==================== hazard_forward_unit
### The metal 2 layer, hazard_forward_unit

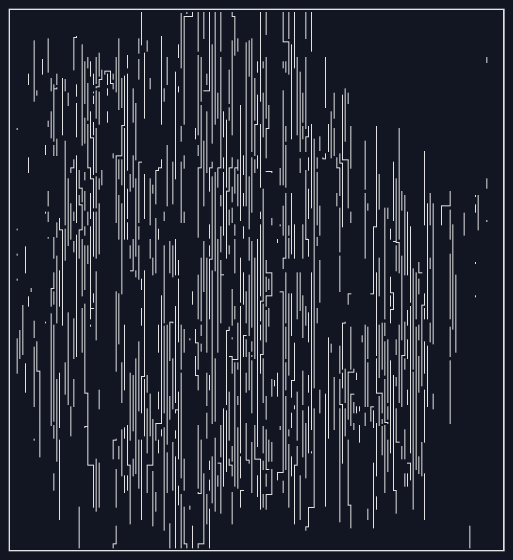

**config.mk**
```make
export PLATFORM = sky130hd
export DESIGN_NAME = hazard_forward_unit
export DESIGN_NICKNAME = d
export VERILOG_FILES = /design/src/rtl/hazard_forward_unit.sv
export SDC_FILE = /design/constraint.sdc
export NUM_CORES = 1
export LEC_CHECK = 0
export CORE_ASPECT_RATIO = 1.1
export CORE_MARGIN = 2
export CORE_UTILIZATION = 53
export CTS_CLUSTER_SIZE = 20
export DETAILED_ROUTE_END_ITERATION = 8
export HOLD_SLACK_MARGIN = 0.03
export PLACE_DENSITY = 0.84
export SLEW_MARGIN = 20
export SYNTH_ARGS = -nofsm -noshare
export SYNTH_HDL_FRONTEND = slang
export SYNTH_SLANG_ARGS = --single-unit
```
**constraint.sdc**
```tcl
create_clock -name clk -period 5.5 [get_ports clk]
set_clock_uncertainty 0.2 [all_clocks]
set_input_delay 1.1 -clock clk [delete_from_list [all_inputs] [get_ports clk]]
set_output_delay 1.1 -clock clk [all_outputs]
set_load 0.01 [all_outputs]
```
**src/rtl/hazard_forward_unit.sv**
```systemverilog
// ============================================================================
// Module   : hazard_forward_unit
// Summary  : Hazard/forwarding scoreboard. Tracks in-flight producers through
//            DEPTH post-decode stages, drives the D stall, the D/E forward
//            selects and a saturating stall-cycle counter.
// Revision : 1.0 - initial release
// ============================================================================
`default_nettype none

module hazard_forward_unit #(
    parameter int DEPTH = 4,
    parameter int NRD   = 2,
    parameter int RA_W  = 5,
    parameter int TW    = 2,
    parameter int CNT_W = 16
) (
    input  logic                 clk,
    input  logic                 reset,
    input  logic                 d_valid,
    input  logic [NRD*RA_W-1:0]  d_src,
    input  logic [NRD*TW-1:0]    d_tuse,
    input  logic                 d_we,
    input  logic [RA_W-1:0]      d_dst,
    input  logic [TW-1:0]        d_tnew,
    input  logic                 flush,
    output logic                 stall,
    output logic [NRD*4-1:0]     d_fwd_sel,
    output logic [NRD*4-1:0]     e_fwd_sel,
    output logic [CNT_W-1:0]     stall_cnt
);

    localparam logic [TW-1:0] c_tnew_one = TW'(1);

    // Entry k holds the producer that is k stages past decode (1 = E).
    logic                r_v    [1:DEPTH];
    logic [RA_W-1:0]     r_dst  [1:DEPTH];
    logic [TW-1:0]       r_tnew [1:DEPTH];
    logic [NRD*RA_W-1:0] r_e_src;
    logic [CNT_W-1:0]    r_stall_cnt;

    logic                w_stall_req;
    logic                w_advance;
    logic                w_hit;
    logic [3:0]          w_k;
    logic [TW-1:0]       w_tn;
    logic [RA_W-1:0]     w_src;

    assign stall     = d_valid & w_stall_req;
    assign w_advance = ~stall & ~flush;
    assign stall_cnt = r_stall_cnt;

    always_ff @(posedge clk or posedge reset) begin
        if (reset) begin
            for (int k = 1; k <= DEPTH; k++) begin
                r_v[k]    <= 1'b0;
                r_dst[k]  <= '0;
                r_tnew[k] <= '0;
            end
            r_e_src     <= '0;
            r_stall_cnt <= '0;
        end else begin
            r_v[1]    <= d_valid & d_we & (d_dst != '0) & w_advance;
            r_dst[1]  <= d_dst;
            r_tnew[1] <= d_tnew;
            for (int k = 2; k <= DEPTH; k++) begin
                r_v[k]    <= r_v[k-1];
                r_dst[k]  <= r_dst[k-1];
                r_tnew[k] <= (r_tnew[k-1] == '0) ? '0 : r_tnew[k-1] - c_tnew_one;
            end
            r_e_src <= w_advance ? d_src : '0;
            if (stall && (r_stall_cnt != '1))
                r_stall_cnt <= r_stall_cnt + CNT_W'(1);
        end
    end

    // Scans run oldest-to-youngest so the youngest match is the one kept.
    always_comb begin
        w_stall_req = 1'b0;
        d_fwd_sel   = '0;
        e_fwd_sel   = '0;
        w_hit       = 1'b0;
        w_k         = '0;
        w_tn        = '0;
        w_src       = '0;
        for (int i = 0; i < NRD; i++) begin
            w_src = d_src[i*RA_W +: RA_W];
            w_hit = 1'b0;
            w_k   = '0;
            w_tn  = '0;
            for (int k = DEPTH; k >= 1; k--) begin
                if (r_v[k] && (r_dst[k] == w_src) && (w_src != '0)) begin
                    w_hit = 1'b1;
                    w_k   = 4'(k);
                    w_tn  = r_tnew[k];
                end
            end
            if (w_hit && (w_tn > d_tuse[i*TW +: TW]))
                w_stall_req = 1'b1;
            if (w_hit && (w_tn == '0))
                d_fwd_sel[i*4 +: 4] = w_k;

            w_src = r_e_src[i*RA_W +: RA_W];
            w_hit = 1'b0;
            w_k   = '0;
            w_tn  = '0;
            for (int k = DEPTH; k >= 2; k--) begin
                if (r_v[k] && (r_dst[k] == w_src) && (w_src != '0)) begin
                    w_hit = 1'b1;
                    w_k   = 4'(k);
                    w_tn  = r_tnew[k];
                end
            end
            if (w_hit && (w_tn == '0))
                e_fwd_sel[i*4 +: 4] = w_k;
        end
    end

endmodule

`default_nettype wire
```
==================== ps2_host_tx
## config.mk

```make
export PLATFORM = sky130hd
export DESIGN_NAME = ps2_host_tx
export DESIGN_NICKNAME = d
export VERILOG_FILES = /design/src/rtl/ps2_pkg.sv /design/src/rtl/ps2_sync_edge.sv /design/src/rtl/ps2_host_tx.sv
export SDC_FILE = /design/constraint.sdc
export NUM_CORES = 1
export LEC_CHECK = 0
export CAP_MARGIN = 20
export CORE_MARGIN = 2
export CORE_UTILIZATION = 45
export DETAILED_ROUTE_END_ITERATION = 6
export HOLD_SLACK_MARGIN = 0.03
export PLACE_DENSITY = 0.71
export SLEW_MARGIN = 0
export SYNTH_ARGS = -nofsm -noshare
export SYNTH_HDL_FRONTEND = slang
export SYNTH_SLANG_ARGS = --single-unit
```

## constraint.sdc

```tcl
create_clock -name clk -period 2.6 [get_ports clk]
set_input_delay 0.52 -clock clk [delete_from_list [all_inputs] [get_ports clk]]
set_output_delay 0.52 -clock clk [all_outputs]
set_load 0.005 [all_outputs]
```

## src/rtl/ps2_pkg.sv

```systemverilog
// ps2_pkg: shared PS/2 state encoding and keyboard command/response bytes.
package ps2_pkg;

    typedef enum logic [2:0] {
        IDLE,
        INHIBIT,
        SHIFT,
        ACK,
        WAIT_IDLE
    } state_t;

    localparam logic [7:0] CMD_SET_LEDS = 8'hED;
    localparam logic [7:0] CMD_RESET    = 8'hFF;
    localparam logic [7:0] CMD_ENABLE   = 8'hF4;
    localparam logic [7:0] RSP_ACK      = 8'hFA;
    localparam logic [7:0] RSP_RESEND   = 8'hFE;

endpackage

```

## src/rtl/ps2_sync_edge.sv

```systemverilog
// ps2_sync_edge: synchronizes one async PS/2 line and flags its falling edges.
// Ports: clk, rst_n (async, active low), din (pad level), sync (synchronized level),
//        fall (1 while sync is low and was high the previous cycle). STAGES >= 2.
module ps2_sync_edge #(
    parameter int STAGES = 2
) (
    input  logic clk,
    input  logic rst_n,
    input  logic din,
    output logic sync,
    output logic fall
);

    logic [STAGES-1:0] sr;
    logic              prev;

    // Flops reset to 1: an idle open-drain line floats high.
    always_ff @(posedge clk or negedge rst_n) begin
        if (!rst_n) begin
            sr   <= '1;
            prev <= 1'b1;
        end else begin
            sr   <= {sr[STAGES-2:0], din};
            prev <= sr[STAGES-1];
        end
    end

    assign sync = sr[STAGES-1];
    assign fall = prev & ~sync;

endmodule

```

## src/rtl/ps2_host_tx.sv

```systemverilog
// ps2_host_tx: host-to-device PS/2 transmitter sending one command byte with odd parity.
// Ports: clk, rst_n (async, active low); tx_data/tx_valid/tx_ready byte handshake;
//        ps2_clk_in/ps2_data_in async pad levels; ps2_clk_oe/ps2_data_oe pull-low enables;
//        busy = ~tx_ready; done = one-cycle acked pulse; err = one-cycle nack/timeout pulse.
module ps2_host_tx
    import ps2_pkg::*;
#(
    parameter int INHIBIT_CYCLES = 5000,
    parameter int TIMEOUT_CYCLES = 100000,
    parameter int SYNC_STAGES    = 2
) (
    input  logic       clk,
    input  logic       rst_n,
    input  logic [7:0] tx_data,
    input  logic       tx_valid,
    output logic       tx_ready,
    input  logic       ps2_clk_in,
    input  logic       ps2_data_in,
    output logic       ps2_clk_oe,
    output logic       ps2_data_oe,
    output logic       busy,
    output logic       done,
    output logic       err
);

    localparam int CMAX = INHIBIT_CYCLES > TIMEOUT_CYCLES ? INHIBIT_CYCLES : TIMEOUT_CYCLES;
    localparam int CW   = $clog2(CMAX + 1);

    state_t        state, state_d;
    logic [CW-1:0] cnt;
    logic [3:0]    bitcnt;
    logic [8:0]    sh;
    logic          bit_oe;
    logic          sync_clk, sync_data, fall_clk, unused_data_fall;
    logic          inhibit_end, timeout, done_d, err_d;

    ps2_sync_edge #(.STAGES(SYNC_STAGES)) u_clk_sync (
        .clk  (clk),
        .rst_n(rst_n),
        .din  (ps2_clk_in),
        .sync (sync_clk),
        .fall (fall_clk)
    );

    ps2_sync_edge #(.STAGES(SYNC_STAGES)) u_data_sync (
        .clk  (clk),
        .rst_n(rst_n),
        .din  (ps2_data_in),
        .sync (sync_data),
        .fall (unused_data_fall)
    );

    // One counter serves both phases: inhibit length, then time since clock release.
    assign inhibit_end = cnt == CW'(INHIBIT_CYCLES);
    assign timeout     = cnt == CW'(TIMEOUT_CYCLES);

    always_ff @(posedge clk or negedge rst_n) begin
        if (!rst_n) begin
            state  <= IDLE;
            cnt    <= '0;
            bitcnt <= '0;
            sh     <= '0;
            bit_oe <= 1'b0;
            done   <= 1'b0;
            err    <= 1'b0;
        end else begin
            state <= state_d;
            done  <= done_d;
            err   <= err_d;
            cnt   <= (state == IDLE || (state == INHIBIT && inhibit_end)) ? '0 : cnt + 1'b1;
            if (state == IDLE && tx_valid)
                sh <= {~^tx_data, tx_data};
            // Start bit is driven from the last inhibit cycle; each fall then moves to the
            // next bit. Ones shift in behind parity so fall 10 presents the released stop bit.
            if (state == INHIBIT) begin
                bitcnt <= '0;
                bit_oe <= 1'b1;
            end else if (fall_clk && (state == SHIFT || state == ACK)) begin
                bitcnt <= bitcnt + 1'b1;
                bit_oe <= ~sh[0];
                sh     <= {1'b1, sh[8:1]};
            end
        end
    end

    always_comb begin
        state_d = state;
        case (state)
            IDLE:      state_d = tx_valid ? INHIBIT : IDLE;
            INHIBIT:   state_d = inhibit_end ? SHIFT : INHIBIT;
            SHIFT:     state_d = timeout ? IDLE : (fall_clk && bitcnt == 4'd9) ? ACK : SHIFT;
            ACK:       state_d = (timeout || (fall_clk && sync_data)) ? IDLE : fall_clk ? WAIT_IDLE : ACK;
            WAIT_IDLE: state_d = (timeout || (sync_clk && sync_data)) ? IDLE : WAIT_IDLE;
            default:   state_d = IDLE;
        endcase
        done_d = state == WAIT_IDLE && !timeout && sync_clk && sync_data;
        err_d  = state inside {SHIFT, ACK, WAIT_IDLE} && state_d == IDLE && !done_d;
    end

    always_comb begin
        tx_ready    = state == IDLE;
        busy        = !tx_ready;
        ps2_clk_oe  = state == INHIBIT;
        ps2_data_oe = (state == INHIBIT && inhibit_end) || (state == SHIFT && bit_oe);
    end

endmodule

```

### Track usage over the die, hazard_forward_unit

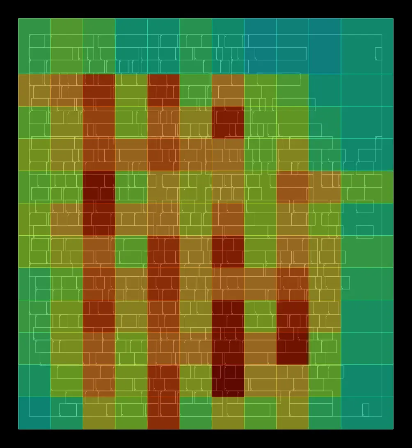
Top Usage Layer GRT: met2
met1 GRT Util: 31.5%

## Picture notes: 'The metal 2 layer' of hazard_forward_unit
longest straight run	40.5 um
share of all routed wire	51%
main direction	vertical
nets with wire on the layer	385
wire length on this layer	4140 um
Vias: 2685
met2 Resource Use GR: 42.9%
Routed WL: 8.06 mm

==> results.cfg, hazard_forward_unit <==
; synthesis and place-and-route metrics
[floorplan]
die_area_um2 = 7040

[critical_path]
r2r-start = r_dst[3]$_DFF_PP0_
crit_fanout = 5
worstReg2RegEnd = stall_cnt[1]$_DFFE_PP0P_
crit_buf_inv = 3
cp-start-kind = primary input
critPathTopFamily = AND-OR/OR-AND gates

[detailed_routing]
met1Wirelength_mm = 3.31

[synthesis]
ys_cells = 329
ys_warn_count = 0
yosys.area.top_type = dfrtp_1
edf_count = 0
synthTopCellsByArea = dfrtp_1, xnor2_1, xor2_1

[pwr]
ir_worst_vdd_mv = 0.208
clk-power_uw = 449
power_combinational_uw = 128

[finish]
stdcell_area_um2 = 4480
final_nets = 442

[final_timing]
hold_viol_final = 0
min_period_ns = 5.31

[outcome]
status = complete, no violations

[job]
warning_count = 26
[hazard_forward_unit: registers in the layout, indices dropped and copies added, names as in the netlist]
signal and flops:
r_dst 20, r_e_src 10, stall_cnt 16, r_v 4
r_tnew 8
[hazard_forward_unit: worst max path at each step]
stage,slack [ns],cells after the start,to,from
2_1_floorplan,0.67,13,stall,d_src[3]
3_3_place_gp,-0.33,14,stall,d_src[3]
3_5_place_dp,-0.35,14,stall,d_src[3]
4_1_cts,0.01,14,stall,d_src[2]
5_1_grt,0.01,15,stall,d_src[5]
6_report,0.19,14,stall,d_src[0]
[hazard_forward_unit: cells by family (layout without fill, tap and decap cells)]
logic type	after synthesis	in the layout
AOI/OAI and AO/OA	21	21
DFF	58	58
buffers and inverters	30	114
muxes	4	4
and+or+nand+nor	125	125
xor gates and xnor gates	85	85
other	1	4
adders and majority gates	5	5
[hazard_forward_unit: area by class of cell]
class                   count  area share [%]
multi-input cells         244            41.5
flip-flops and latches     58            32.4
repair buffers             90            18.1
clock buffers              12            3.46
well taps                  80            2.23
clock inverters             4            1.65
inverters                   8           0.670
### The metal 2 layer, ps2_host_tx

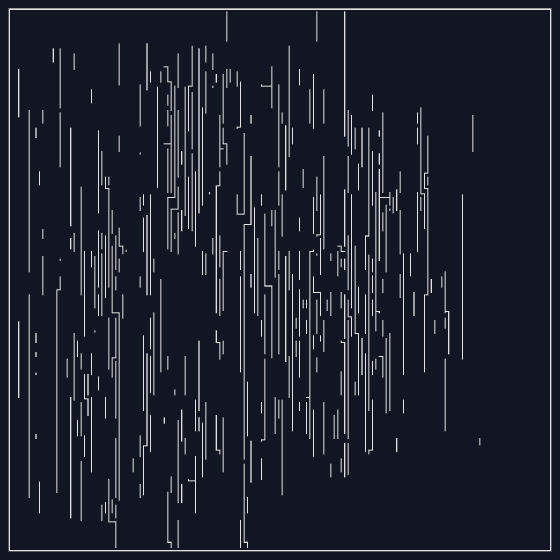
nets with wire on the layer	208
share of all routed wire	50%
wire length on this layer	1890 um
main direction	vertical
Routed WL: 3.80 mm
met2 Resource Use GR: 28.0%
Vias: 1507

### Met3 routing, ps2_host_tx

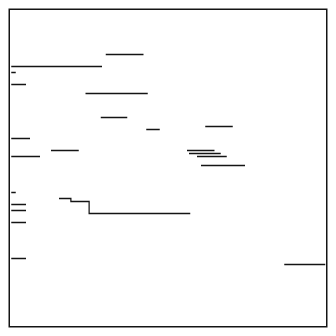
longest straight run	22.8 um
share of all routed wire	4.2%
wire length on this layer	160 um
grt met3 use: 3.80%

==> results.cfg, ps2_host_tx <==
; synthesis and place-and-route metrics
[synthesis]
ys_sh_xor_pct = 8.51
synth_cell_types = 36
synth-simple-area-share_pct = 22.8
ys_sh_aoi_pct = 7.05

[detailed_routing]
dr_wl_met2_mm = 1.89

[critical_path]
worst_ep_required_time_ns = 2.08

[global_route]
grt_max_degree = 42
gr-usage-met1_pct = 22.2

[outcome]
status = complete, no violations

[final_timing]
setup_slack_ns = 0.128
setup_tns_ns = 0

[place]
portBuffers = 18
place_area_um2 = 2320

[pwr]
sw_frac_of_total_pct = 21.6

[cts]
cts_tree = yes
clkLatencyLatePin_ns = 0.29
cts-htree-levels = 2
[ps2_host_tx: power by group through the flow]
stage	Sequential, uW	Clock, uW	Combinational, uW
after floorplan	658	0	20.1
after global placement	659	0	54.0
after detailed placement	659	0	54.7
after CTS	646	414	55.0
after global routing	647	434	59.5
final	647	396	53.2
[ps2_host_tx: registers in the layout (all words and copies together) (netlist names)]
signal	flops
done	1
state	3
bitcnt	4
u_clk_sync.prev	1
bit_oe	1
sh	9
u_clk_sync.sr	2
cnt	17
u_data_sync.sr	2
err	1
[ps2_host_tx: worst max-delay path, stage by stage (launching register included)]
cell and delay (ns):
dfrtp_1 0.39, buf_4 0.16, or3_1 0.49, inv_2 0.12, clkdlybuf4s50_1 0.51
[ps2_host_tx: layout make-up]
cell class                      instances  area (um2)  share of cell area [%]
Multi-Input combinational cell        146         960                    39.9
Sequential cell                        41        1030                    42.9
Tap cell                               52        65.1                    2.71
Clock buffer                            6        72.6                    3.02
Inverter                                7        26.3                    1.09
Clock inverter                          2        10.0                   0.416
Timing Repair Buffer                   27         238                    9.89


==> screenshots <==
Metal 1.
Bar = 20 um.
panel A
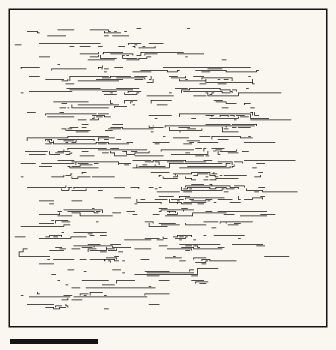
panel B
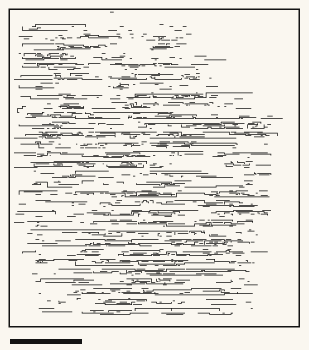
- largest die: panel B
Panel A comes from ps2_host_tx.
Panel B comes from hazard_forward_unit.

Power and IR drop assume default switching activity.
